# design 1

### Sequential cells colored by netlist name, design 1

Bar = 20 um. Other sequential cells in the stronger gray, the rest of the logic in the fainter gray.
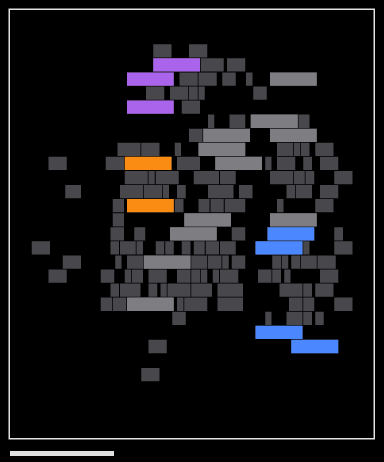

[config.mk]
export PLATFORM = sky130hd
export DESIGN_NAME = seq_frame_ctrl
export DESIGN_NICKNAME = d
export VERILOG_FILES = /design/src/rtl/seq_frame_ctrl.sv
export SDC_FILE = /design/constraint.sdc
export NUM_CORES = 1
export LEC_CHECK = 0
export CAP_MARGIN = 20
export CORE_ASPECT_RATIO = 1.2
export CORE_MARGIN = 4
export CORE_UTILIZATION = 25
export CTS_CLUSTER_SIZE = 12
export DETAILED_ROUTE_END_ITERATION = 6
export GPL_ROUTABILITY_DRIVEN = 0
export SYNTH_ARGS = -nofsm -noshare
export SYNTH_HDL_FRONTEND = slang
export SYNTH_SLANG_ARGS = --single-unit
[constraint.sdc]
create_clock -name clk_i -period 2.3 [get_ports clk_i]
set_input_delay 0.575 -clock clk_i [delete_from_list [all_inputs] [get_ports clk_i]]
set_output_delay 0.575 -clock clk_i [all_outputs]
set_load 0.03 [all_outputs]
[src/rtl/seq_frame_ctrl.sv]
// seq_frame_ctrl: serialises 3-bit frame words MSB-first on a free-running 3-phase
// stream, padding with 000 filler frames, and counts data frames and checker errors per run.
module seq_frame_ctrl (
    input  logic       clk_i,
    input  logic       rst_i,
    input  logic       start_i,
    input  logic [3:0] num_frames_i,
    input  logic       word_valid_i,
    input  logic [2:0] word_data_i,
    output logic       word_ready_o,
    output logic       din_o,
    output logic       chk_reset_n_o,
    input  logic       err_i,
    output logic       busy_o,
    output logic       done_o,
    output logic [3:0] err_count_o,
    output logic [3:0] frame_count_o
);
    typedef enum logic [1:0] {IDLE, RUN, DRAIN, DONE} state_t;
    state_t     state_q;
    logic [1:0] phase_q;
    logic [2:0] frame_q;
    logic       data_q;
    logic [3:0] rem_q;
    logic [3:0] err_cnt_q;
    logic [3:0] frm_cnt_q;
    logic       p2;
    logic       hs;
    assign p2            = phase_q == 2'd2;
    assign word_ready_o  = p2 && state_q == RUN && rem_q != 4'd0;
    assign hs            = word_ready_o && word_valid_i;
    assign din_o         = phase_q == 2'd0 ? frame_q[2] : phase_q == 2'd1 ? frame_q[1] : frame_q[0];
    assign chk_reset_n_o = ~rst_i;
    assign busy_o        = state_q == RUN || state_q == DRAIN;
    assign done_o        = state_q == DONE;
    assign err_count_o   = err_cnt_q;
    assign frame_count_o = frm_cnt_q;
    always_ff @(posedge clk_i or posedge rst_i) begin
        if (rst_i) begin
            state_q   <= IDLE;
            phase_q   <= 2'd0;
            frame_q   <= 3'b000;
            data_q    <= 1'b0;
            rem_q     <= 4'd0;
            err_cnt_q <= 4'd0;
            frm_cnt_q <= 4'd0;
        end else begin
            phase_q <= p2 ? 2'd0 : phase_q + 2'd1;
            if (p2) begin
                frame_q <= hs ? word_data_i : 3'b000;
                data_q  <= hs;
                if (data_q) begin
                    frm_cnt_q <= frm_cnt_q + 4'd1;
                    if (err_i) err_cnt_q <= err_cnt_q + 4'd1;
                end
            end
            // The final data frame is counted at the same edge that moves DRAIN to DONE,
            // so nothing is still in flight by the time a new Start can clear the counters.
            case (state_q)
                IDLE: if (start_i) begin
                    rem_q     <= num_frames_i;
                    err_cnt_q <= 4'd0;
                    frm_cnt_q <= 4'd0;
                    state_q   <= num_frames_i != 4'd0 ? RUN : DONE;
                end
                RUN: if (hs) begin
                    rem_q <= rem_q - 4'd1;
                    if (rem_q == 4'd1) state_q <= DRAIN;
                end
                DRAIN: if (p2) state_q <= DONE;
                DONE: state_q <= IDLE;
                default: state_q <= IDLE;
            endcase
        end
    end
endmodule

# design 2

===== src/rtl/sr_latch_writer_pkg.sv =====
`default_nettype none
// ============================================================================
// Module   : sr_latch_writer_pkg
// Brief    : State encoding, default timing and phase-counter width for the
//            SR latch writer.
// Revision : 1.0
// ============================================================================
package sr_latch_writer_pkg;

   localparam int C_DEFAULT_SETUP_CYCLES = 1;
   localparam int C_DEFAULT_PULSE_CYCLES = 2;
   localparam int C_DEFAULT_HOLD_CYCLES  = 1;
   localparam int C_CNT_W                = 4;

   typedef enum logic [2:0] {
      ST_IDLE  = 3'd0,
      ST_SETUP = 3'd1,
      ST_PULSE = 3'd2,
      ST_HOLD  = 3'd3,
      ST_CHECK = 3'd4
   } state_e;

   // A phase of N cycles counts N-1 down to 0.
   function automatic logic [C_CNT_W-1:0] phase_load(input int n);
      return C_CNT_W'(n - 1);
   endfunction

endpackage
`default_nettype wire


===== src/rtl/sr_latch_writer_phase_counter.sv =====
`default_nettype none
// ============================================================================
// Module   : phase_counter
// Brief    : Loadable saturating down-counter with a zero flag, timing each
//            phase of the SR latch writer.
// Revision : 1.0
// ============================================================================
module phase_counter
   import sr_latch_writer_pkg::*;
(
   input  logic               clk_i,
   input  logic               rst_i,
   input  logic               load_i,
   input  logic [C_CNT_W-1:0] load_val_i,
   output logic               zero_o
);

   logic [C_CNT_W-1:0] count_q;
   logic [C_CNT_W-1:0] count_d;

   always_comb begin
      count_d = count_q;
      if (load_i) begin
         count_d = load_val_i;
      end else if (count_q != '0) begin
         count_d = count_q - C_CNT_W'(1);
      end
   end

   always_ff @(posedge clk_i) begin
      if (rst_i) begin
         count_q <= '0;
      end else begin
         count_q <= count_d;
      end
   end

   assign zero_o = (count_q == '0);

endmodule
`default_nettype wire


===== src/rtl/sr_latch_writer.sv =====
`default_nettype none
// ============================================================================
// Module   : sr_latch_writer
// Brief    : Sequences setup / enable pulse / hold / check to write one bit
//            into an enabled SR latch and verify the latch feedback.
//            Optional: SR_LATCH_WRITER_SKIP_REDUNDANT_EN skips the pulse when
//            the latch already holds the requested value.
// Revision : 1.0
// ============================================================================
module sr_latch_writer
   import sr_latch_writer_pkg::*;
#(
   parameter int SETUP_CYCLES = C_DEFAULT_SETUP_CYCLES,
   parameter int PULSE_CYCLES = C_DEFAULT_PULSE_CYCLES,
   parameter int HOLD_CYCLES  = C_DEFAULT_HOLD_CYCLES
) (
   input  logic clock,
   input  logic reset,
   input  logic req_valid,
   input  logic req_value,
   output logic req_ready,
   output logic enabled,
   output logic set,
   output logic reset_out,
   input  logic Q,
   input  logic notQ,
   output logic done,
   output logic error
);

   state_e               state_q;
   state_e               state_d;
   logic                 value_q;
   logic                 value_d;

   logic                 en_q,      en_d;
   logic                 set_q,     set_d;
   logic                 rst_out_q, rst_out_d;
   logic                 done_q,    done_d;
   logic                 error_q,   error_d;
   logic                 ready_q,   ready_d;

   logic                 w_skip;
   logic                 w_drive;
   logic                 w_cnt_load;
   logic [C_CNT_W-1:0]   w_cnt_load_val;
   logic                 w_cnt_zero;

`ifdef SR_LATCH_WRITER_SKIP_REDUNDANT_EN
   assign w_skip = (Q == req_value) && (notQ == ~Q);
`else
   assign w_skip = 1'b0;
`endif

   phase_counter u_phase_counter (
      .clk_i      (clock),
      .rst_i      (reset),
      .load_i     (w_cnt_load),
      .load_val_i (w_cnt_load_val),
      .zero_o     (w_cnt_zero)
   );

   always_comb begin
      state_d        = state_q;
      value_d        = value_q;
      w_cnt_load     = 1'b0;
      w_cnt_load_val = '0;
      case (state_q)
         ST_IDLE: begin
            if (req_valid) begin
               value_d = req_value;
               if (w_skip) begin
                  state_d = ST_CHECK;
               end else begin
                  state_d        = ST_SETUP;
                  w_cnt_load     = 1'b1;
                  w_cnt_load_val = phase_load(SETUP_CYCLES);
               end
            end
         end
         ST_SETUP: begin
            if (w_cnt_zero) begin
               state_d        = ST_PULSE;
               w_cnt_load     = 1'b1;
               w_cnt_load_val = phase_load(PULSE_CYCLES);
            end
         end
         ST_PULSE: begin
            if (w_cnt_zero) begin
               state_d        = ST_HOLD;
               w_cnt_load     = 1'b1;
               w_cnt_load_val = phase_load(HOLD_CYCLES);
            end
         end
         ST_HOLD: begin
            if (w_cnt_zero) begin
               state_d = ST_CHECK;
            end
         end
         ST_CHECK: begin
            state_d = ST_IDLE;
         end
         default: begin
            state_d = ST_IDLE;
         end
      endcase
   end

   // Outputs are decoded from the next state so each one is a flop.
   always_comb begin
      w_drive   = (state_d == ST_SETUP) || (state_d == ST_PULSE) || (state_d == ST_HOLD);
      en_d      = (state_d == ST_PULSE);
      set_d     = w_drive & value_d;
      rst_out_d = w_drive & ~value_d;
      done_d    = (state_d == ST_CHECK);
      error_d   = done_d & ((Q != value_d) | (notQ == Q));
      ready_d   = (state_d == ST_IDLE);
   end

   always_ff @(posedge clock) begin
      if (reset) begin
         state_q   <= ST_IDLE;
         value_q   <= 1'b0;
         en_q      <= 1'b0;
         set_q     <= 1'b0;
         rst_out_q <= 1'b0;
         done_q    <= 1'b0;
         error_q   <= 1'b0;
         ready_q   <= 1'b1;
      end else begin
         state_q   <= state_d;
         value_q   <= value_d;
         en_q      <= en_d;
         set_q     <= set_d;
         rst_out_q <= rst_out_d;
         done_q    <= done_d;
         error_q   <= error_d;
         ready_q   <= ready_d;
      end
   end

   assign req_ready = ready_q;
   assign enabled   = en_q;
   assign set       = set_q;
   assign reset_out = rst_out_q;
   assign done      = done_q;
   assign error     = error_q;

endmodule
`default_nettype wire

===== config.mk =====
export PLATFORM = sky130hd
export DESIGN_NAME = sr_latch_writer
export DESIGN_NICKNAME = d
export VERILOG_FILES = /design/src/rtl/sr_latch_writer_pkg.sv /design/src/rtl/sr_latch_writer_phase_counter.sv /design/src/rtl/sr_latch_writer.sv
export SDC_FILE = /design/constraint.sdc
export NUM_CORES = 1
export LEC_CHECK = 0
export CELL_PAD_IN_SITES_DETAIL_PLACEMENT = 1
export CELL_PAD_IN_SITES_GLOBAL_PLACEMENT = 2
export CORE_MARGIN = 1
export CORE_UTILIZATION = 31
export CTS_CLUSTER_DIAMETER = 30
export CTS_CLUSTER_SIZE = 14
export DETAILED_ROUTE_END_ITERATION = 8
export PLACE_DENSITY = 0.9
export SYNTH_ARGS = -nofsm -noshare
export SYNTH_HDL_FRONTEND = slang
export SYNTH_SLANG_ARGS = --single-unit

===== constraint.sdc =====
create_clock -name clock -period 2.66 [get_ports clock]
set_clock_uncertainty 0.2 [all_clocks]
set_input_delay 0.532 -clock clock [delete_from_list [all_inputs] [get_ports clock]]
set_output_delay 0.532 -clock clock [all_outputs]
set_load 0.02 [all_outputs]

### Cell density map, design 1

The die is cut into 7 by 8 equal tiles; black is low, pale yellow is high, 0 to 100% covered.
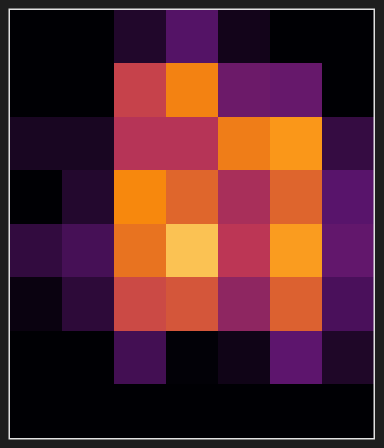
tiles over 75% full: 5.4%
mean over tiles: 25%
emptiest ninth of the die: bottom left
fullest tile: 87%
nearly empty tiles: 32%
densest ninth of the die: middle

### Wiring by layer, design 1

Bar = 20 um. Only two layers are drawn.
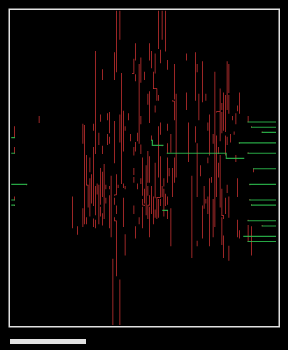
| color | layer | wire length |
|---|---|---|
| green | M3 | 118 um |
| red | M2 | 1150 um |

About 'Sequential cells colored by netlist name' of design 1:
| color | netlist name | placed flops |
|---|---|---|
| orange | `state_q` | 2 |
| purple | `frame_q` | 3 |
| blue | `frame_count_o` | 4 |

==> impl_metrics.yaml, design 1 <==
# generated from flow reports
status:
  status: "finished clean"
clock_tree:
  tritoncts: "done"
  clock_latency_ns: 0.25
  clock_path_buffers: 2
  cts_buffers: 3
sta:
  max_freq_mhz: 453.5
  finalSetupTns_ns: 0
  slew_headroom_pct: 74.48
logic_synthesis:
  synth_top_area_share_pct: 43.06
  synthTopCellsByCount: "20 x dfrtp_1, 11 x nor2_1, 9 x ha_1"
  ys_area_um2: 1162
  synth-warning-count: 0
  compound_area_share_pct: 12.59
  synth-edff-count: 0
  synthAdderAreaFrac_pct: 9.688
  mux_share_pct: 6.028
route:
  drt_iter0_markers: 28
  wirelength_mm: 2.448
layout:
  num-nets-final: 168
  signal_buffers: 32
  buf_share_pct: 19.00
  final_area_um2: 1548
  layout.clock.cell_area_share_pct: 3.557
  antennaDiodeCount: 0
  nClkBuffers: 4
  num-fill-cells: 434
placed_design:
  io_buffers: 24
  dpl.cell_count: 198
min_path:
  hp-class: "flop to flop"
worst_setup_path:
  reg2reg_depth: 6
  end_kind: "output pin"
  cp.required_ns: 1.73
  startpoint_type: "flop"
  crit_type: "flop to output pin"
  cp_slowest_cell: "dfrtp_1"
  crit_cells: 5
  cp-endpoint: "word_ready_o"
floorplanning:
  tap_cells: 56
  io_pins: 25
  dieArea_um2: 5809
grt:
  grt_max_degree: 21
  antenna_found_initial: 0
  track_usage_pct: 8.692
  grt_pass1_vias: 890
power_and_ir_drop:
  power_density_nw_per_um2: 990.5
[design 1: routing by layer]
metal	global-route usage, %	share of wire [%]	vias up
met5	0	0	-
met4	3.448	1.5	0
met3	1.937	4.8	4
met2	15.07	47	21
met1	10.50	47	447
li1	-	-	468
[design 1: where the power goes]
part / switching [uW] / internal, uW / total, uW
combinational: 415 / 350 / 765
sequential: 66.5 / 439 / 506
clock: 109 / 152 / 262
[design 1: timing repair]
item	4_1_cts	5_1_grt
gates resized	6	1
hold buffers	0	0
setup endpoints to repair	2	1
### Cell classes on the final placement, design 2

Bar = 10 um. Fill, decap, tap and diode cells in gray.
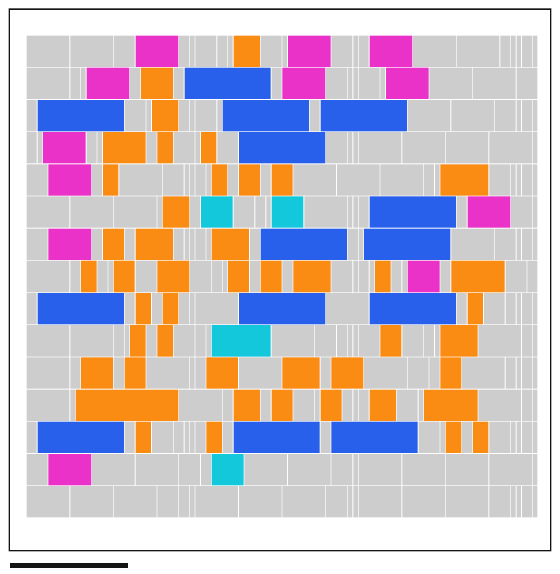
| color | class | cells |
|---|---|---|
| blue | sequential cells | 14 |
| orange | remaining logic cells | 46 |
| cyan | clock drivers and dummy loads | 4 |
| magenta | remaining buffers and delay cells | 12 |

==> impl_metrics.yaml, design 2 <==
# generated from flow reports
status:
  status: "finished clean"
route:
  route.met3.wl_um: 36
  wirelength_mm: 1.156
  highest_layer: "met4"
  m1WireLength_um: 551
floorplanning:
  dieArea_um2: 2083
  io_pins: 12
  initCoreUtil_pct: 33.48
  coreArea_um2: 1764
power_and_ir_drop:
  netSwitchingPower_uw: 309.5
  vdd_drop_max_mv: 0.4675
  pg_seq_uw: 325
  pg_comb_uw: 369
  power.clock.fraction_pct: 17.8
  maxPowerGroup: "combinational cells"
  power_density_nw_per_um2: 1113
  p_seq_share_pct: 38.5
  p_leak_uw: 0.0002913
worst_setup_path:
  ff2ff_setup_slack_ns: 0.86
  path_cells: "clkdlybuf4s50_1 > nor4b_4 > mux2i_1 > or3b_1 > and3_1"
  end_kind: "flop"
  cp.required_ns: 2.64
  slowest_delay_ns: 0.51
  crit_fanout: 5
  reg2reg_from: "state_q[2]"
  worst-path-buf-inv: 1
grt:
  grt_max_degree: 10
  grt-busiest-layer: "met2"
  grt_pass1_wl_mm: 1.987
  grt_pass1_vias: 470
  grt_use_met1_pct: 17.80
  track_usage_pct: 13.94
sta:
  max_slew.worst_pin.slew_ns: 0.3711
  drv_slew: 0
  rsz0062_at_grt: "false"
  layout_min_cycle_time_ns: 2.065
  finalSetupTns_ns: 0
  slew_headroom_pct: 74.55
  max_freq_mhz: 484.3
logic_synthesis:
  compound_area_share_pct: 8.263
  synth-edff-count: 0
  ff_type: "dfxtp_1"
  top_logic_kind: "simple AND/OR/NAND/NOR gates"
  xor_area_share_pct: 4.449
  yosysTopAreaCell: "dfxtp_1"
  mux_share_pct: 3.602
  netlist_area_um2: 590.6
  syn_area_per_cell_um2: 9.525
clock_tree:
  ctsResizeCount: 0
  postCtsHoldBufs: 0
  cts.sinks: 14
layout:
  signal_buffers: 12
  sh_comb_area_pct: 36.74
  buf_share_pct: 15.49
  drive_gt1_share_pct: 15.79
  largest_class: "flip-flops and latches"
  seq_share_pct: 36.90
  largest_reg_flops: 4
  flops: 14
  layout.clock.cell_area_share_pct: 4.778
  synthToLayoutAreaGrowth_pct: 28.60
  final_area_um2: 759.5
  inverters_excl_clock: 4
min_path:
  hp-class: "flop to flop"
  hold_start: "u_phase_counter.count_q[1]"
placed_design:
  dp_slack_ns: 0.2799
  dpl.cell_count: 97
  hpwl_um: 868.6
  dpl_cell_area_um2: 723.2
## design 2: cell usage in the layout (no fill, tap or decap), types with 2 or more instances in the layout
| cell type | synthesis | routed |
|---|---|---|
| clkbuf_4 | 0 | 3 |
| clkdlybuf4s50_1 | 0 | 11 |
| xnor2_1 | 3 | 3 |
| or2_2 | 2 | 2 |
| nor3_1 | 6 | 6 |
| dfxtp_1 | 14 | 14 |
| inv_1 | 4 | 4 |
| nand2_1 | 4 | 4 |
| a21oi_1 | 4 | 4 |
| nor2_1 | 7 | 7 |

# design 3

$ cat config.mk
export PLATFORM = sky130hd
export DESIGN_NAME = booth_seq_mult_flat
export DESIGN_NICKNAME = d
export VERILOG_FILES = /design/src/rtl/booth_seq_mult_if.sv /design/src/rtl/booth_seq_mult.sv /design/src/flat_wrapper.sv
export SDC_FILE = /design/constraint.sdc
export NUM_CORES = 1
export LEC_CHECK = 0
export ABC_AREA = 1
export ABC_CLOCK_PERIOD_IN_PS = 3000
export CAP_MARGIN = 40
export CORE_MARGIN = 2
export CORE_UTILIZATION = 50
export DETAILED_ROUTE_END_ITERATION = 8
export PLACE_DENSITY = 0.8
export SETUP_SLACK_MARGIN = 0.1
export SLEW_MARGIN = 20
export SYNTH_ARGS = -nofsm -noshare
export SYNTH_HDL_FRONTEND = slang
export SYNTH_SLANG_ARGS = --single-unit
export TNS_END_PERCENT = 10
$ cat constraint.sdc
create_clock -name clk -period 3 [get_ports clk]
set_input_delay 0.45 -clock clk [delete_from_list [all_inputs] [get_ports clk]]
set_output_delay 0.45 -clock clk [all_outputs]
set_load 0.01 [all_outputs]
$ cat src/rtl/booth_seq_mult_if.sv
// booth_seq_mult_if: start/done handshake and operand/result bus for booth_seq_mult
interface booth_seq_mult_if #(parameter int WIDTH = 5);
   logic                      start;
   logic signed [WIDTH-1:0]   m;
   logic signed [WIDTH-1:0]   q;
   logic                      busy;
   logic                      done;
   logic signed [2*WIDTH-1:0] product;
   modport master (output start, m, q, input busy, done, product);
   modport slave (input start, m, q, output busy, done, product);
endinterface

$ cat src/rtl/booth_seq_mult.sv
// booth_seq_mult: sequential signed Booth multiplier, one recoding step per clock.
// Define BOOTH_RADIX4_EN for modified-Booth radix-4 recoding (half the steps).
module booth_seq_mult #(parameter int WIDTH = 5) (
   input logic             clk,
   input logic             rst,
   booth_seq_mult_if.slave bus
);
`ifdef BOOTH_RADIX4_EN
   localparam int LW = WIDTH + (WIDTH % 2);
   localparam int HW = WIDTH + 2;
   localparam int SH = 2;
   localparam int STEPS = LW / 2;
`else
   localparam int LW = WIDTH;
   localparam int HW = WIDTH + 1;
   localparam int SH = 1;
   localparam int STEPS = WIDTH;
`endif
   localparam int AW = HW + LW + 1;
   localparam logic [1:0] IDLE = 2'd0, RUN = 2'd1, DONE = 2'd2;
   logic [1:0]              state;
   logic [5:0]              cnt;
   logic signed [WIDTH-1:0] m_r;
   logic signed [HW-1:0]    hi;
   logic [LW-1:0]           lo;
   logic                    ql;
   logic signed [HW-1:0]    ms;
   logic signed [HW-1:0]    add;
   logic signed [AW-1:0]    nxt;
   assign ms = HW'(m_r);
`ifdef BOOTH_RADIX4_EN
   logic [2:0]           sel;
   logic signed [HW-1:0] two;
   assign sel = {lo[1:0], ql};
   assign two = ms <<< 1;
   always_comb begin
      add = '0;
      add = (sel == 3'b001 || sel == 3'b010) ? ms :
            (sel == 3'b011) ? two :
            (sel == 3'b100) ? -two :
            (sel == 3'b101 || sel == 3'b110) ? -ms : '0;
   end
`else
   always_comb begin
      add = '0;
      add = (lo[0] && !ql) ? -ms : (!lo[0] && ql) ? ms : '0;
   end
`endif
   // the whole {hi, lo, qlast} shifts together so the product ends up in its low bits
   assign nxt = $signed({hi + add, lo, ql}) >>> SH;
   assign bus.busy = (state == RUN);
   assign bus.done = (state == DONE);
   always_ff @(posedge clk) begin
      if (rst) begin
         state       <= IDLE;
         cnt         <= '0;
         m_r         <= '0;
         hi          <= '0;
         lo          <= '0;
         ql          <= 1'b0;
         bus.product <= '0;
      end else if (state == RUN) begin
         hi  <= nxt[AW-1 -: HW];
         lo  <= nxt[LW:1];
         ql  <= nxt[0];
         cnt <= cnt + 6'd1;
         if (cnt == 6'(STEPS - 1)) begin
            state       <= DONE;
            bus.product <= nxt[2*WIDTH:1];
         end
      end else if (bus.start) begin
         state <= RUN;
         cnt   <= '0;
         m_r   <= bus.m;
         hi    <= '0;
         lo    <= LW'(bus.q);
         ql    <= 1'b0;
      end else begin
         state <= IDLE;
      end
   end
endmodule
$ cat src/flat_wrapper.sv
// flat-port wrapper written by rule: the top's interface ports become plain ports
module booth_seq_mult_flat 
#(parameter int WIDTH = 5)
  (clk, rst, bus_start, bus_m, bus_q, bus_busy, bus_done, bus_product);
  booth_seq_mult_if #(.WIDTH(WIDTH)) bus_i ();
  input logic clk;
  input logic rst;
  input wire logic [$bits(bus_i.start)-1:0] bus_start;
  input wire logic [$bits(bus_i.m)-1:0] bus_m;
  input wire logic [$bits(bus_i.q)-1:0] bus_q;
  output wire logic [$bits(bus_i.busy)-1:0] bus_busy;
  output wire logic [$bits(bus_i.done)-1:0] bus_done;
  output wire logic [$bits(bus_i.product)-1:0] bus_product;
  assign bus_i.start = bus_start;
  assign bus_i.m = bus_m;
  assign bus_i.q = bus_q;
  assign bus_busy = bus_i.busy;
  assign bus_done = bus_i.done;
  assign bus_product = bus_i.product;
  booth_seq_mult #(.WIDTH(WIDTH)) u_core (.clk(clk), .rst(rst), .bus(bus_i));
endmodule
# design 4

`src/rtl/sprite_anim_pkg.sv`:
```
// Shared types and elaboration helpers for the sprite animation sequencer.
package sprite_anim_pkg;

  typedef enum logic [1:0] {
    ANIM_HOLD     = 2'd0,
    ANIM_LOOP     = 2'd1,
    ANIM_PINGPONG = 2'd2,
    ANIM_ONESHOT  = 2'd3
  } anim_mode_e;

  typedef enum logic [1:0] {
    ST_RUN_FWD = 2'd0,
    ST_RUN_REV = 2'd1,
    ST_DONE    = 2'd2
  } anim_state_e;

  // Index width that stays at least one bit for single-entry ranges.
  function automatic int unsigned idx_width(int unsigned n);
    return (n > 1) ? $clog2(n) : 1;
  endfunction

  // True when every frame of every set fits in the ROM address space.
  function automatic bit base_fits(longint unsigned sets, longint unsigned frames,
                                   longint unsigned size, longint unsigned addr_w);
    return (sets * frames * size) <= (64'd1 << addr_w);
  endfunction

endpackage

```
`src/rtl/sprite_anim_seq_if.sv`:
```
// Control and address bus of the sprite animation sequencer.
interface sprite_anim_seq_if #(
  parameter int unsigned NUM_SETS = 2,
  parameter int unsigned FRAMES   = 4,
  parameter int unsigned ADDR_W   = 14,
  parameter int unsigned DIV_W    = 4
);
  localparam int unsigned SET_W   = sprite_anim_pkg::idx_width(NUM_SETS);
  localparam int unsigned FRAME_W = sprite_anim_pkg::idx_width(FRAMES);

  logic                         anim_pulse;
  logic [SET_W-1:0]             set_sel;
  sprite_anim_pkg::anim_mode_e  mode;
  logic [DIV_W-1:0]             rate;
  logic                         restart;
  logic [ADDR_W-1:0]            sprite_addr;
  logic [ADDR_W-1:0]            rom_addr;
  logic [ADDR_W-1:0]            anim_base;
  logic [FRAME_W-1:0]           frame_idx;
  logic                         done;
  logic [7:0]                   cycle_cnt;

  modport master (
    output anim_pulse, set_sel, mode, rate, restart, sprite_addr,
    input  rom_addr, anim_base, frame_idx, done, cycle_cnt
  );

  modport slave (
    input  anim_pulse, set_sel, mode, rate, restart, sprite_addr,
    output rom_addr, anim_base, frame_idx, done, cycle_cnt
  );
endinterface

```
`src/rtl/anim_prescaler.sv`:
```
// Divides anim_pulse by (rate+1) into a single-cycle step strobe.
module anim_prescaler #(
  parameter int unsigned DIV_W = 4
) (
  input  logic             clk,
  input  logic             rst_n,
  input  logic             clear,
  input  logic             pulse,
  input  logic [DIV_W-1:0] rate,
  output logic             step_c
);
  logic [DIV_W-1:0] cnt_q;

  assign step_c = pulse && (cnt_q == rate);

  // Pulse counter; wraps to zero on each step and on clear.
  always_ff @(posedge clk or negedge rst_n) begin
    if (!rst_n) begin
      cnt_q <= '0;
    end else if (clear) begin
      cnt_q <= '0;
    end else if (pulse) begin
      cnt_q <= step_c ? '0 : cnt_q + DIV_W'(1);
    end
  end
endmodule

```
`src/rtl/sprite_anim_seq.sv`:
```
// Animation-frame sequencer producing sprite ROM base offsets.
// Optional completed-cycle counter enabled by SPRITE_ANIM_STATS_EN.
module sprite_anim_seq
  import sprite_anim_pkg::*;
#(
  parameter int unsigned NUM_SETS   = 2,
  parameter int unsigned FRAMES     = 4,
  parameter int unsigned FRAME_SIZE = 1020,
  parameter int unsigned ADDR_W     = 14,
  parameter int unsigned DIV_W      = 4
) (
  input logic              clk,
  input logic              resetN,
  sprite_anim_seq_if.slave bus
);
  localparam int unsigned SET_W   = idx_width(NUM_SETS);
  localparam int unsigned FRAME_W = idx_width(FRAMES);
  localparam int unsigned MUL_W   = ADDR_W + 8;
  localparam logic [SET_W-1:0]   LAST_SET   = SET_W'(NUM_SETS - 1);
  localparam logic [FRAME_W-1:0] LAST_FRAME = FRAME_W'(FRAMES - 1);

  if (!base_fits(NUM_SETS, FRAMES, FRAME_SIZE, ADDR_W)) begin : g_bad_cfg
    $error("sprite_anim_seq: NUM_SETS*FRAMES*FRAME_SIZE exceeds ADDR_W");
  end

  anim_state_e         state_q, state_d;
  anim_mode_e          mode_q;
  logic [SET_W-1:0]    set_q, set_clamped_c;
  logic [FRAME_W-1:0]  frame_q, frame_d;
  logic                done_q, done_d;
  logic [ADDR_W-1:0]   base_q;
  logic                clear_c, hold_c, step_c, cycle_inc_c;

  // Out-of-range set selects fall back to the last set.
  always_comb begin
    set_clamped_c = bus.set_sel;
    if (32'(bus.set_sel) >= NUM_SETS) set_clamped_c = LAST_SET;
  end

  assign clear_c = bus.restart || (set_clamped_c != set_q) || (bus.mode != mode_q);
  assign hold_c  = (bus.mode == ANIM_HOLD);

  anim_prescaler #(.DIV_W(DIV_W)) u_prescaler (
    .clk    (clk),
    .rst_n  (resetN),
    .clear  (clear_c || hold_c),
    .pulse  (bus.anim_pulse),
    .rate   (bus.rate),
    .step_c (step_c)
  );

  // State, frame and base-offset registers.
  always_ff @(posedge clk or negedge resetN) begin
    if (!resetN) begin
      state_q <= ST_RUN_FWD;
      mode_q  <= ANIM_HOLD;
      set_q   <= '0;
      frame_q <= '0;
      done_q  <= 1'b0;
      base_q  <= '0;
    end else begin
      state_q <= state_d;
      mode_q  <= bus.mode;
      set_q   <= set_clamped_c;
      frame_q <= frame_d;
      done_q  <= done_d;
      base_q  <= ADDR_W'((MUL_W'(set_q) * MUL_W'(FRAMES) + MUL_W'(frame_q))
                         * MUL_W'(FRAME_SIZE));
    end
  end

  // Next-state: restart/change/hold beat any step; step advances per mode.
  always_comb begin
    state_d     = state_q;
    frame_d     = frame_q;
    done_d      = done_q;
    cycle_inc_c = 1'b0;
    if (clear_c || hold_c) begin
      state_d = ST_RUN_FWD;
      frame_d = '0;
      done_d  = 1'b0;
    end else if (step_c) begin
      case (bus.mode)
        ANIM_LOOP: begin
          state_d = ST_RUN_FWD;
          if (frame_q == LAST_FRAME) begin
            frame_d     = '0;
            cycle_inc_c = 1'b1;
          end else begin
            frame_d = frame_q + FRAME_W'(1);
          end
        end
        ANIM_PINGPONG: begin
          if (FRAMES > 1) begin
            if (state_q == ST_RUN_REV) begin
              frame_d = frame_q - FRAME_W'(1);
              if (frame_q == FRAME_W'(1)) begin
                state_d     = ST_RUN_FWD;
                cycle_inc_c = 1'b1;
              end
            end else begin
              frame_d = frame_q + FRAME_W'(1);
              if (frame_q == LAST_FRAME - FRAME_W'(1)) state_d = ST_RUN_REV;
            end
          end
        end
        ANIM_ONESHOT: begin
          if (state_q != ST_DONE) begin
            if (frame_q != LAST_FRAME) frame_d = frame_q + FRAME_W'(1);
            if ((frame_q == LAST_FRAME) || (frame_q == LAST_FRAME - FRAME_W'(1))) begin
              state_d     = ST_DONE;
              done_d      = 1'b1;
              cycle_inc_c = 1'b1;
            end
          end
        end
        default: ;
      endcase
    end
  end

`ifdef SPRITE_ANIM_STATS_EN
  logic [7:0] cycle_q;

  // Saturating count of completed animation cycles.
  always_ff @(posedge clk or negedge resetN) begin
    if (!resetN) begin
      cycle_q <= '0;
    end else if (clear_c) begin
      cycle_q <= '0;
    end else if (cycle_inc_c && (cycle_q != 8'hFF)) begin
      cycle_q <= cycle_q + 8'd1;
    end
  end

  assign bus.cycle_cnt = cycle_q;
`else
  logic unused_cycle_inc;
  assign unused_cycle_inc = cycle_inc_c;
  assign bus.cycle_cnt    = '0;
`endif

  assign bus.frame_idx = frame_q;
  assign bus.done      = done_q;
  assign bus.anim_base = base_q;
  assign bus.rom_addr  = bus.sprite_addr + base_q;
endmodule

```
`src/flat_wrapper.sv`:
```
// flat-port wrapper written by rule: the top's interface ports become plain ports
module sprite_anim_seq_flat import sprite_anim_pkg::*;
#(
  parameter int unsigned NUM_SETS   = 2,
  parameter int unsigned FRAMES     = 4,
  parameter int unsigned FRAME_SIZE = 1020,
  parameter int unsigned ADDR_W     = 14,
  parameter int unsigned DIV_W      = 4
)
  (clk, resetN, bus_anim_pulse, bus_set_sel, bus_mode, bus_rate, bus_restart, bus_sprite_addr, bus_rom_addr, bus_anim_base, bus_frame_idx, bus_done, bus_cycle_cnt);
  sprite_anim_seq_if #(.NUM_SETS(NUM_SETS), .FRAMES(FRAMES), .ADDR_W(ADDR_W), .DIV_W(DIV_W)) bus_i ();
  input logic clk;
  input logic resetN;
  input wire logic [$bits(bus_i.anim_pulse)-1:0] bus_anim_pulse;
  input wire logic [$bits(bus_i.set_sel)-1:0] bus_set_sel;
  input wire logic [$bits(bus_i.mode)-1:0] bus_mode;
  input wire logic [$bits(bus_i.rate)-1:0] bus_rate;
  input wire logic [$bits(bus_i.restart)-1:0] bus_restart;
  input wire logic [$bits(bus_i.sprite_addr)-1:0] bus_sprite_addr;
  output wire logic [$bits(bus_i.rom_addr)-1:0] bus_rom_addr;
  output wire logic [$bits(bus_i.anim_base)-1:0] bus_anim_base;
  output wire logic [$bits(bus_i.frame_idx)-1:0] bus_frame_idx;
  output wire logic [$bits(bus_i.done)-1:0] bus_done;
  output wire logic [$bits(bus_i.cycle_cnt)-1:0] bus_cycle_cnt;
  assign bus_i.anim_pulse = bus_anim_pulse;
  assign bus_i.set_sel = bus_set_sel;
  assign bus_i.mode = bus_mode;
  assign bus_i.rate = bus_rate;
  assign bus_i.restart = bus_restart;
  assign bus_i.sprite_addr = bus_sprite_addr;
  assign bus_rom_addr = bus_i.rom_addr;
  assign bus_anim_base = bus_i.anim_base;
  assign bus_frame_idx = bus_i.frame_idx;
  assign bus_done = bus_i.done;
  assign bus_cycle_cnt = bus_i.cycle_cnt;
  sprite_anim_seq #(.NUM_SETS(NUM_SETS), .FRAMES(FRAMES), .FRAME_SIZE(FRAME_SIZE), .ADDR_W(ADDR_W), .DIV_W(DIV_W)) u_core (.clk(clk), .resetN(resetN), .bus(bus_i));
endmodule
```
`config.mk`:
```
export PLATFORM = sky130hd
export DESIGN_NAME = sprite_anim_seq_flat
export DESIGN_NICKNAME = d
export VERILOG_FILES = /design/src/rtl/sprite_anim_pkg.sv /design/src/rtl/sprite_anim_seq_if.sv /design/src/rtl/anim_prescaler.sv /design/src/rtl/sprite_anim_seq.sv /design/src/flat_wrapper.sv
export SDC_FILE = /design/constraint.sdc
export NUM_CORES = 1
export LEC_CHECK = 0
export ABC_AREA = 0
export CORE_MARGIN = 8
export CORE_UTILIZATION = 37
export CTS_CLUSTER_DIAMETER = 100
export CTS_CLUSTER_SIZE = 8
export DETAILED_ROUTE_END_ITERATION = 6
export MAX_ROUTING_LAYER = met4
export PLACE_DENSITY = 0.65
export SLEW_MARGIN = 10
export SYNTH_ARGS = -nofsm -noshare
export SYNTH_HDL_FRONTEND = slang
export SYNTH_SLANG_ARGS = --single-unit
```
`constraint.sdc`:
```
create_clock -name clk -period 7.3 [get_ports clk]
set_input_delay 1.825 -clock clk [delete_from_list [all_inputs] [get_ports clk]]
set_output_delay 1.825 -clock clk [all_outputs]
set_load 0.05 [all_outputs]
```
### Sequential cells colored by netlist name, design 3

Bar = 20 um. Other sequential cells in the stronger gray, the rest of the logic in the fainter gray.
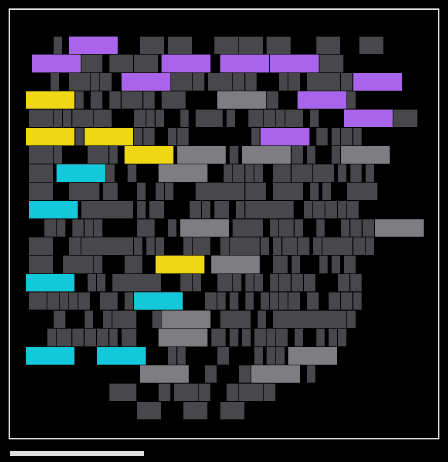
| color | netlist name | placed flops |
|---|---|---|
| yellow | `u_core.lo` | 5 |
| cyan | `u_core.cnt` | 6 |
| purple | `u_core.bus.product` | 10 |
not colored: 13

==> impl_metrics.yaml, design 3 <==
# generated from flow reports
worst_setup_path:
  startpoint_type: "flop"
  timing.rr.end: "u_core.hi[3]"
logic_synthesis:
  synth_top_area_share_pct: 38.15
sta:
  period_used_pct: 72.45
  max_slew.worst_pin.slew_ns: 0.6097
power_and_ir_drop:
  p_seq_share_pct: 50.6
  netSwitchingPower_uw: 233.6
  pg_seq_uw: 476
route:
  avgRoutedWirePerCell_um: 11.55
  m1WireLength_mm: 1.591
floorplanning:
  die_w_um: 63.74
status:
  status: "finished clean"
clock_tree:
  clock_latency_ns: 0.34
  cts-root-buf: "clkbuf_4"
grt:
  grt_pass1_vias: 1396
layout:
  largest_reg_flops: 10
  num-nets-final: 283
[design 3: cells in the final DEF, fill, tap and decap left out, types with 2 or more instances in the layout]
cell,instances
nand3_1,19
nand2_1,48
o21ai_1,3
nor2_1,15
o221ai_1,2
o22ai_1,2
inv_4,3
nor3_1,2
inv_1,36
dfxtp_1,34
o21ai_2,4
a31oi_1,2
clkdlybuf4s50_1,24
xnor2_1,2
nand4_4,2
ha_1,8
nor2_8,2
a21oi_1,17
clkbuf_4,5
o21ai_0,16
### Sequential cells colored by netlist name, design 4

Bar = 20 um. Other sequential cells in the stronger gray, the rest of the logic in the fainter gray.
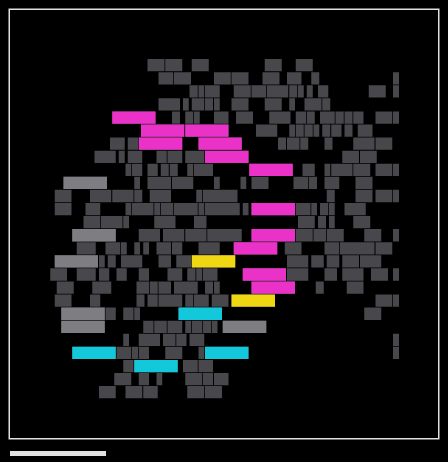
| color | netlist name | placed flops |
|---|---|---|
| magenta | `u_core.bus.anim_base` | 12 |
| cyan | `u_core.u_prescaler.cnt_q` | 4 |
| yellow | `u_core.state_q` | 2 |
not colored: 6

### Cell density map, design 4

The die is cut into 9 by 9 equal tiles; black is low, pale yellow is high, 0 to 100% covered.
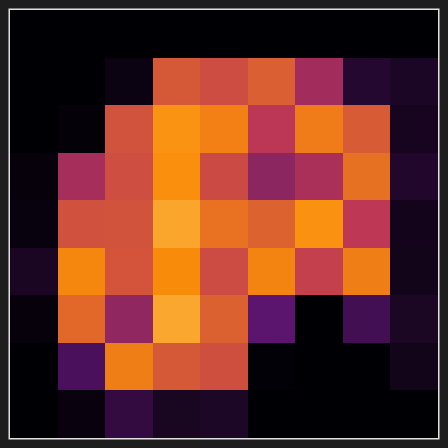
mean over tiles: 31%
nearly empty tiles: 31%
emptiest ninth of the die: bottom right
fullest tile: 81%
densest ninth of the die: middle

==> impl_metrics.yaml, design 4 <==
# generated from flow reports
layout:
  layout.clock.cell_area_share_pct: 2.170
  lay_top_cells: "49 x clkdlybuf4s50_1, 25 x ha_1, 24 x dfrtp_1"
  largest_class: "combinational gates"
  num-nets-final: 313
  fin_cells: 328
  nMultiInputCombCells: 167
  flops: 24
  utilization_pct: 49.37
  synthToLayoutAreaGrowth_pct: 28.68
  logic_area_um2: 1251
logic_synthesis:
  synth-edff-count: 0
  ys_area_um2: 1972
  async_reset_ff_share_pct: 100.0
  syn_area_per_cell_um2: 9.435
  top_logic_kind: "adder cells"
  ys_cells: 209
  synth_cell_type_count: 41
  synth_top_area_share_pct: 30.46
  ff_type: "dfrtp_1"
  xor_area_share_pct: 8.439
run:
  maxCapViolations: 0
  warning_count: 32
sta:
  layout_min_cycle_time_ns: 6.498
  final.setup_skew_ns: 0.002587
  hold_viol: 0
  period_used_pct: 89.01
  setup_ws_ns: 0.8025
clock_tree:
  postCtsHoldBufs: 0
  clk_pin_slew_worst_paths_ns: 0.08
  cts.sinks: 24
  cts_setup_buffers: 0
  cts_buffers: 3
power_and_ir_drop:
  power_density_nw_per_um2: 197.1
  power.clock.fraction_pct: 17.7
  netSwitchingPower_uw: 218.0
  total_power_uw: 500.1
  pwr-share-comb_pct: 52.8
route:
  drt_iter0_markers: 21
  dr.pass1.iters: 4
  avgRoutedWirePerCell_um: 12.70
worst_setup_path:
  cp-endpoint: "bus_rom_addr[8]"
  crit_cells: 9
  crit_fanout: 3
  cp_top_family: "buffers and inverters"
  path_cells: "clkdlybuf4s50_1 > ha_1 > fa_1 > a211oi_1 > nor2_1 > o21ai_0 > nor2b_1 > xnor2_1 > clkdlybuf4s50_1"
  crit_top_cell: "clkdlybuf4s50_1"
  cp_slowest_cell: "clkdlybuf4s50_1"
  startpoint_type: "input pin"
placed_design:
  gp_congestion: 0.8019
  dpl_cell_area_um2: 2482
  dp_slack_ns: 0.7647
  io_buffers: 49
grt:
  grt_pass1_wl_mm: 6.727
  grt.overflow.total: 0
  grt_pass1_vias: 1512
  track_usage_pct: 10.82
min_path:
  min_to: "u_core.bus.done"
  hold_start: "u_core.bus.done"
  min_delay_path_depth: 2
status:
  status: "finished clean"
floorplanning:
  coreArea_um2: 5140
  initCoreUtil_pct: 38.36
  io_pins: 64
  fp-row-count: 26
  die_w_um: 89
==> design 4: layer usage <==
| metal | vias up | track usage (%) | wire [um] |
|---|---|---|---|
| li1 | 808 | - | - |
| met1 | 719 | 14.36 | 1997 |
| met2 | 49 | 16.17 | 1723 |
| met3 | 4 | 2.114 | 392 |
| met4 | 0 | 3.323 | 51 |
| met5 | - | - | 0 |
==> design 4: power groups by stage <==
stage / logic (uW) / clock network (uW) / registers, uW
after floorplan: 167 / 0 / 172
after CTS: 265 / 92.4 / 148
after global placement: 262 / 0 / 150
after global routing: 282 / 97.5 / 149
final: 264 / 88.7 / 147
after detailed placement: 265 / 0 / 150

==> notes/layouts.md <==
Pictures saved along the way, in no particular order.

Routing congestion.
(a)
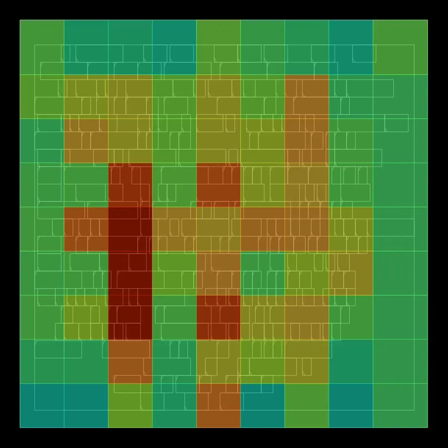
(b)
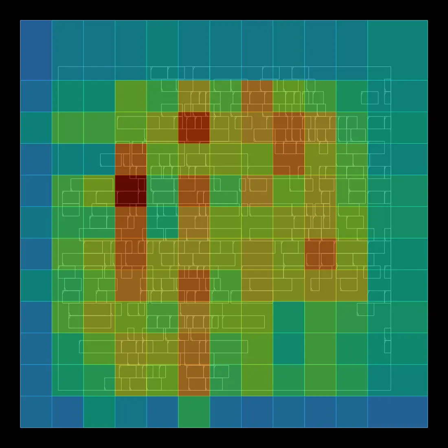
| picture | from |
|---|---|
| (a) | design 3 |
| (b) | design 4 |
- highest utilization: (a)
- highest track usage: (a)


# design 5

--- src/rtl/falafel_req_arbiter.sv ---
//------------------------------------------------------------------------------
// falafel_pkg / falafel_req_arbiter
//------------------------------------------------------------------------------
// Round-robin arbiter that drains the alloc and free request FIFOs and presents
// one tagged request at a time to the allocator core over a valid/ready port.
// core_req_* outputs come straight from flops.
//
// Optional feature macro: FALAFEL_ARB_PERF_CNT_EN
//   defined   -> saturating per-type grant counters
//   undefined -> count outputs tied to zero, no counter flops
//------------------------------------------------------------------------------
// Revision: 1.0  initial release
//------------------------------------------------------------------------------
`default_nettype none

package falafel_pkg;
  // Request payload width shared by the whole falafel front end.
  localparam int DATA_W = 32;
endpackage : falafel_pkg

module falafel_req_arbiter #(
  parameter int CNT_W = 32
) (
  input  logic                          clk_i,
  input  logic                          rst_i,
  // alloc request FIFO (first-word-fall-through)
  input  logic                          alloc_fifo_empty_i,
  output logic                          alloc_fifo_read_o,
  input  logic [falafel_pkg::DATA_W-1:0] alloc_fifo_dout_i,
  // free request FIFO (first-word-fall-through)
  input  logic                          free_fifo_empty_i,
  output logic                          free_fifo_read_o,
  input  logic [falafel_pkg::DATA_W-1:0] free_fifo_dout_i,
  // request port to the allocator core
  output logic                          core_req_val_o,
  input  logic                          core_req_rdy_i,
  output logic                          core_req_type_o,
  output logic [falafel_pkg::DATA_W-1:0] core_req_data_o,
  // grant counters
  output logic [CNT_W-1:0]              alloc_grant_cnt_o,
  output logic [CNT_W-1:0]              free_grant_cnt_o
);

  localparam int DATA_W = falafel_pkg::DATA_W;

  // Request type encoding, also used for the round-robin priority pointer.
  localparam logic c_TYPE_ALLOC = 1'b0;
  localparam logic c_TYPE_FREE  = 1'b1;

  typedef enum logic [0:0] {
    ST_IDLE  = 1'b0,
    ST_ISSUE = 1'b1
  } state_t;

  state_t              r_state;
  state_t              w_state_nxt;

  logic                r_prio;        // type that wins the next contended grant
  logic                r_type;
  logic [DATA_W-1:0]   r_data;

  logic                w_alloc_ne;
  logic                w_free_ne;
  logic                w_any_ne;
  logic                w_handshake;
  logic                w_take;        // output slot is empty or being emptied
  logic                w_load;        // a FIFO is popped this cycle
  logic                w_grant_free;  // winner of this cycle's grant
  logic                w_alloc_read;
  logic                w_free_read;

  // Valid is the ISSUE state itself, so it is a flop output.
  assign core_req_val_o  = (r_state == ST_ISSUE);
  assign core_req_type_o = r_type;
  assign core_req_data_o = r_data;

  assign alloc_fifo_read_o = w_alloc_read;
  assign free_fifo_read_o  = w_free_read;

  // Winner selection and pop generation for the current cycle.
  always_comb begin
    w_alloc_ne   = ~alloc_fifo_empty_i;
    w_free_ne    = ~free_fifo_empty_i;
    w_any_ne     = w_alloc_ne | w_free_ne;
    w_handshake  = core_req_val_o & core_req_rdy_i;
    // In ISSUE the slot frees up only on a handshake; IDLE has no pending request.
    w_take       = (r_state == ST_IDLE) | w_handshake;
    // Pops are held off while reset is asserted so no entry is consumed and lost.
    w_load       = w_take & w_any_ne & ~rst_i;
    // Sole non-empty FIFO wins; under contention the priority pointer decides.
    w_grant_free = w_free_ne & (~w_alloc_ne | (r_prio == c_TYPE_FREE));
    w_alloc_read = w_load & ~w_grant_free;
    w_free_read  = w_load &  w_grant_free;
  end

  // State register.
  always_ff @(posedge clk_i or posedge rst_i) begin
    if (rst_i) begin
      r_state <= ST_IDLE;
    end else begin
      r_state <= w_state_nxt;
    end
  end

  // Next-state logic: stay in ISSUE while requests keep arriving back to back.
  always_comb begin
    w_state_nxt = r_state;
    case (r_state)
      ST_IDLE: begin
        if (w_load) begin
          w_state_nxt = ST_ISSUE;
        end
      end
      ST_ISSUE: begin
        if (w_handshake && !w_any_ne) begin
          w_state_nxt = ST_IDLE;
        end
      end
      default: begin
        w_state_nxt = ST_IDLE;
      end
    endcase
  end

  // Output request registers and priority pointer, reloaded on every grant.
  always_ff @(posedge clk_i or posedge rst_i) begin
    if (rst_i) begin
      r_type <= c_TYPE_ALLOC;
      r_data <= '0;
      r_prio <= c_TYPE_ALLOC;
    end else if (w_load) begin
      r_type <= w_grant_free;
      r_data <= w_grant_free ? free_fifo_dout_i : alloc_fifo_dout_i;
      // The type that just lost (or was absent) gets the next contended grant.
      r_prio <= ~w_grant_free;
    end
  end

`ifdef FALAFEL_ARB_PERF_CNT_EN
  localparam logic [CNT_W-1:0] c_CNT_MAX = {CNT_W{1'b1}};
  localparam logic [CNT_W-1:0] c_CNT_ONE = {{(CNT_W-1){1'b0}}, 1'b1};

  logic [CNT_W-1:0] r_alloc_cnt;
  logic [CNT_W-1:0] r_free_cnt;

  // Saturating grant counters, one increment per FIFO pop.
  always_ff @(posedge clk_i or posedge rst_i) begin
    if (rst_i) begin
      r_alloc_cnt <= '0;
      r_free_cnt  <= '0;
    end else begin
      if (w_alloc_read && (r_alloc_cnt != c_CNT_MAX)) begin
        r_alloc_cnt <= r_alloc_cnt + c_CNT_ONE;
      end
      if (w_free_read && (r_free_cnt != c_CNT_MAX)) begin
        r_free_cnt <= r_free_cnt + c_CNT_ONE;
      end
    end
  end

  assign alloc_grant_cnt_o = r_alloc_cnt;
  assign free_grant_cnt_o  = r_free_cnt;
`else
  assign alloc_grant_cnt_o = '0;
  assign free_grant_cnt_o  = '0;
`endif

endmodule : falafel_req_arbiter

`default_nettype wire

--- config.mk ---
export PLATFORM = sky130hd
export DESIGN_NAME = falafel_req_arbiter
export DESIGN_NICKNAME = d
export VERILOG_FILES = /design/src/rtl/falafel_req_arbiter.sv
export SDC_FILE = /design/constraint.sdc
export NUM_CORES = 1
export LEC_CHECK = 0
export ABC_CLOCK_PERIOD_IN_PS = 1950
export CELL_PAD_IN_SITES_DETAIL_PLACEMENT = 0
export CELL_PAD_IN_SITES_GLOBAL_PLACEMENT = 1
export CORE_MARGIN = 8
export CORE_UTILIZATION = 23
export DETAILED_ROUTE_END_ITERATION = 12
export PLACE_DENSITY_LB_ADDON = 0.1
export SLEW_MARGIN = 20
export SYNTH_ARGS = -nofsm -noshare
export SYNTH_HDL_FRONTEND = slang
export SYNTH_SLANG_ARGS = --single-unit
--- constraint.sdc ---
create_clock -name clk_i -period 1.95 [get_ports clk_i]
set_input_delay 0.195 -clock clk_i [delete_from_list [all_inputs] [get_ports clk_i]]
set_output_delay 0.195 -clock clk_i [all_outputs]
set_load 0.005 [all_outputs]
==> impl_metrics.yaml <==
# generated from flow reports
status:
  status: "finished clean"
layout:
  regArea_um2: 875.8
  seq_share_pct: 26.76
  layout_top_cell: "clkdlybuf4s50_1"
  flops: 35
  nClkBuffers: 6
  utilization_pct: 34.12
  largest_class: "buffers"
worst_setup_path:
  worstPathArrival_ns: 1.64
  crit_fanout: 4
  crit_start: "core_req_val_o"
clock_tree:
  cts_max_level: 2
  clock_path_buffers: 2
power_and_ir_drop:
  p_leak_uw: 0.001785
  maxPowerGroup: "registers"
  power.share.switching_pct: 28.65
run:
  warning_count: 26
floorplanning:
  initCoreUtil_pct: 23.15
  tap_cells: 133
placed_design:
  dpl_cell_area_um2: 3181
  dpl.cell_count: 482
grt:
  met3_usage_pct: 4.589
logic_synthesis:
  synth_cell_type_count: 17
  area_leaders: "dfrtp_1 39%, buf_4 22%, inv_1 17%, a222oi_1 14%, buf_6 1.5%"
  synth-warning-count: 0
  ys_cells: 249
  ff_type: "dfrtp_1"
sta:
  rsz0062_at_grt: "false"
flip-flops by register name, indices dropped and copies added (netlist names):
signal           flops
core_req_val_o       1
core_req_type_o      1
core_req_data_o     32
r_prio               1
path summary, 6_finish.rpt:
kind,end,slack (ns),depth (start not counted)
setup / recovery,free_fifo_read_o,0.11,3
hold / removal,core_req_val_o,0.29,3
setup reg to reg,core_req_data_o[28],0.32,6
hold reg to reg,core_req_type_o,0.48,1
max in group asynchronous,core_req_data_o[0],1.32,3
min in group clk_i,core_req_data_o[21],0.45,3
timing repair:
action                     in CTS  in global routing
gates resized                   2                  0
buffers inserted                1                  0
setup endpoints to repair       1                  0
### Cell density map, design 5

The die is cut into 11 by 11 equal tiles; black is low, pale yellow is high, 0 to 100% covered.
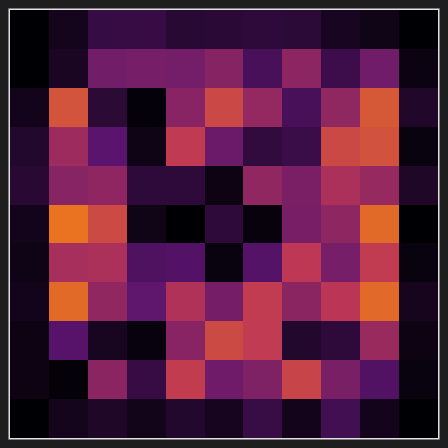
emptiest ninth of the die: bottom left
mean over tiles: 24%
fullest tile: 68%
nearly empty tiles: 7.4%

### Wiring by layer, design 5

Bar = 20 um. Only two layers are drawn.
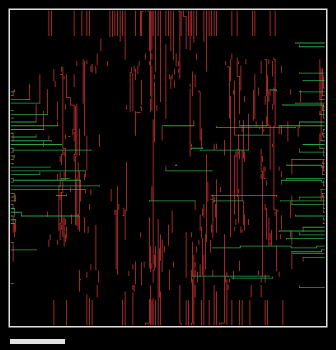
| color | layer | wire length |
|---|---|---|
| green | M3 | 886 um |
| red | M2 | 3070 um |

### I/O pins on the die edge, design 5

Bar = 20 um. Pins as bars across the die edge, other pins in gray.
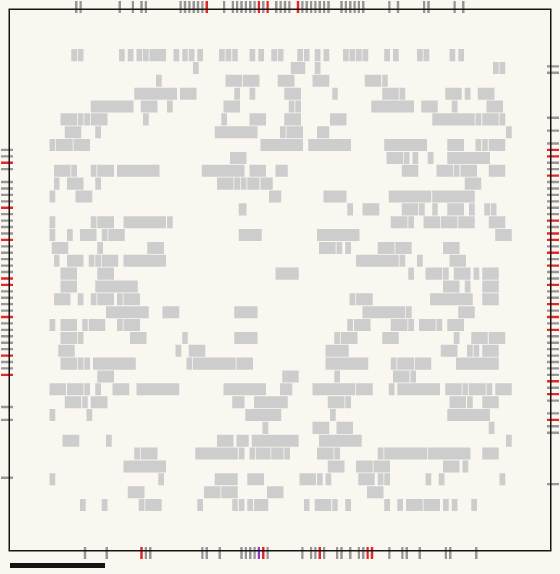
| color | port | pins | direction | edge |
|---|---|---|---|---|
| purple | `rst_i` | 1 | input | bottom |
| red | `core_req_data_o` | 32 | output | 15 right, 8 left, 5 bottom, 4 top |
all pins by edge: 50 right, 47 top, 38 left, 34 bottom



==> gallery <==
Cell classes on the final placement.
Bar = 20 um. Fill, decap, tap and diode cells in gray.
image #1
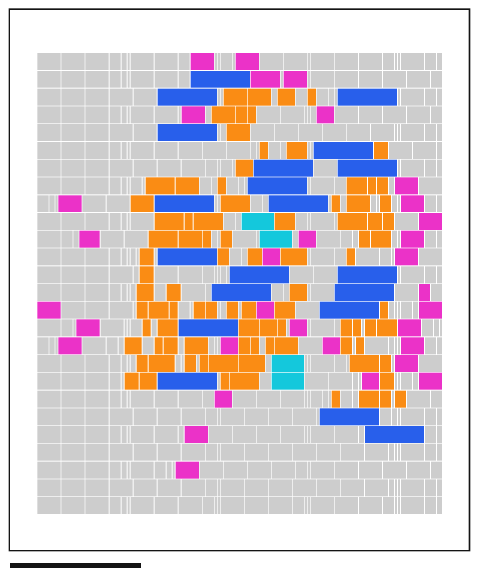
image #2
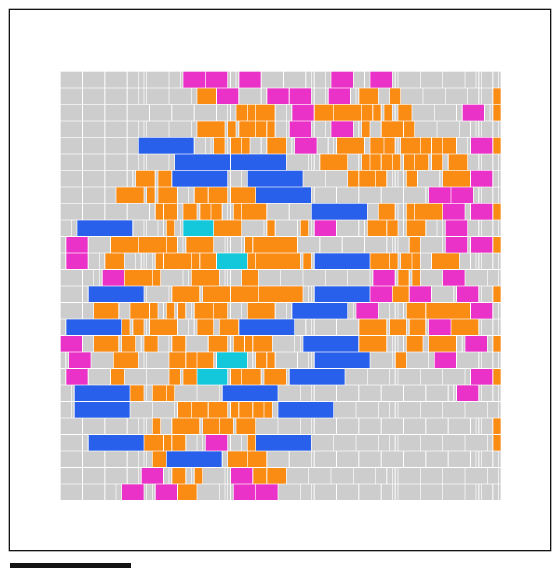
image #3
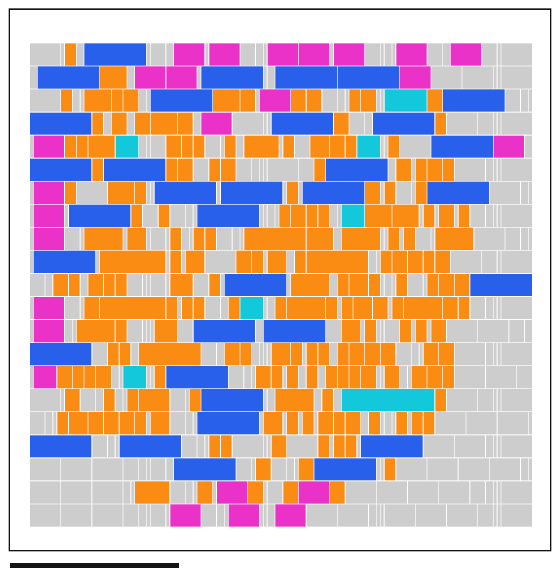
image #4
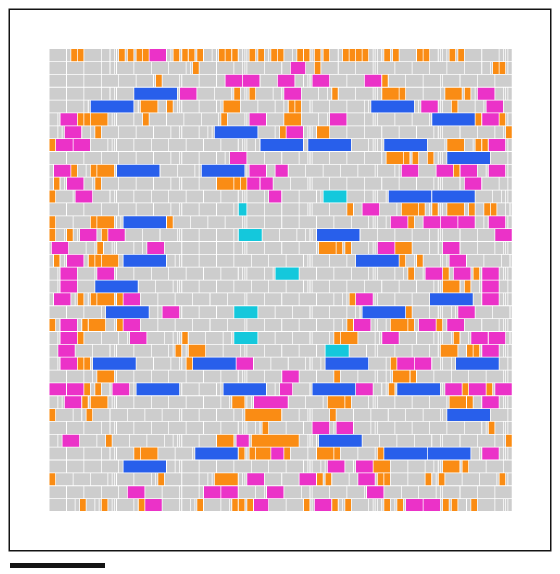
The one with the highest utilization is image #3.
The one with the fewest cells is image #1.
| from | picture |
|---|---|
| design 4 | image #2 |
| design 5 | image #4 |
| design 1 | image #1 |
| design 3 | image #3 |

Key to image #1:
| color | class | cells |
|---|---|---|
| blue | sequential cells | 20 |
| magenta | remaining buffers and delay cells | 32 |
| orange | remaining logic cells | 90 |
| cyan | clock drivers and dummy loads | 4 |

Power figures rest on the tool's default switching activity, not on a simulated workload.
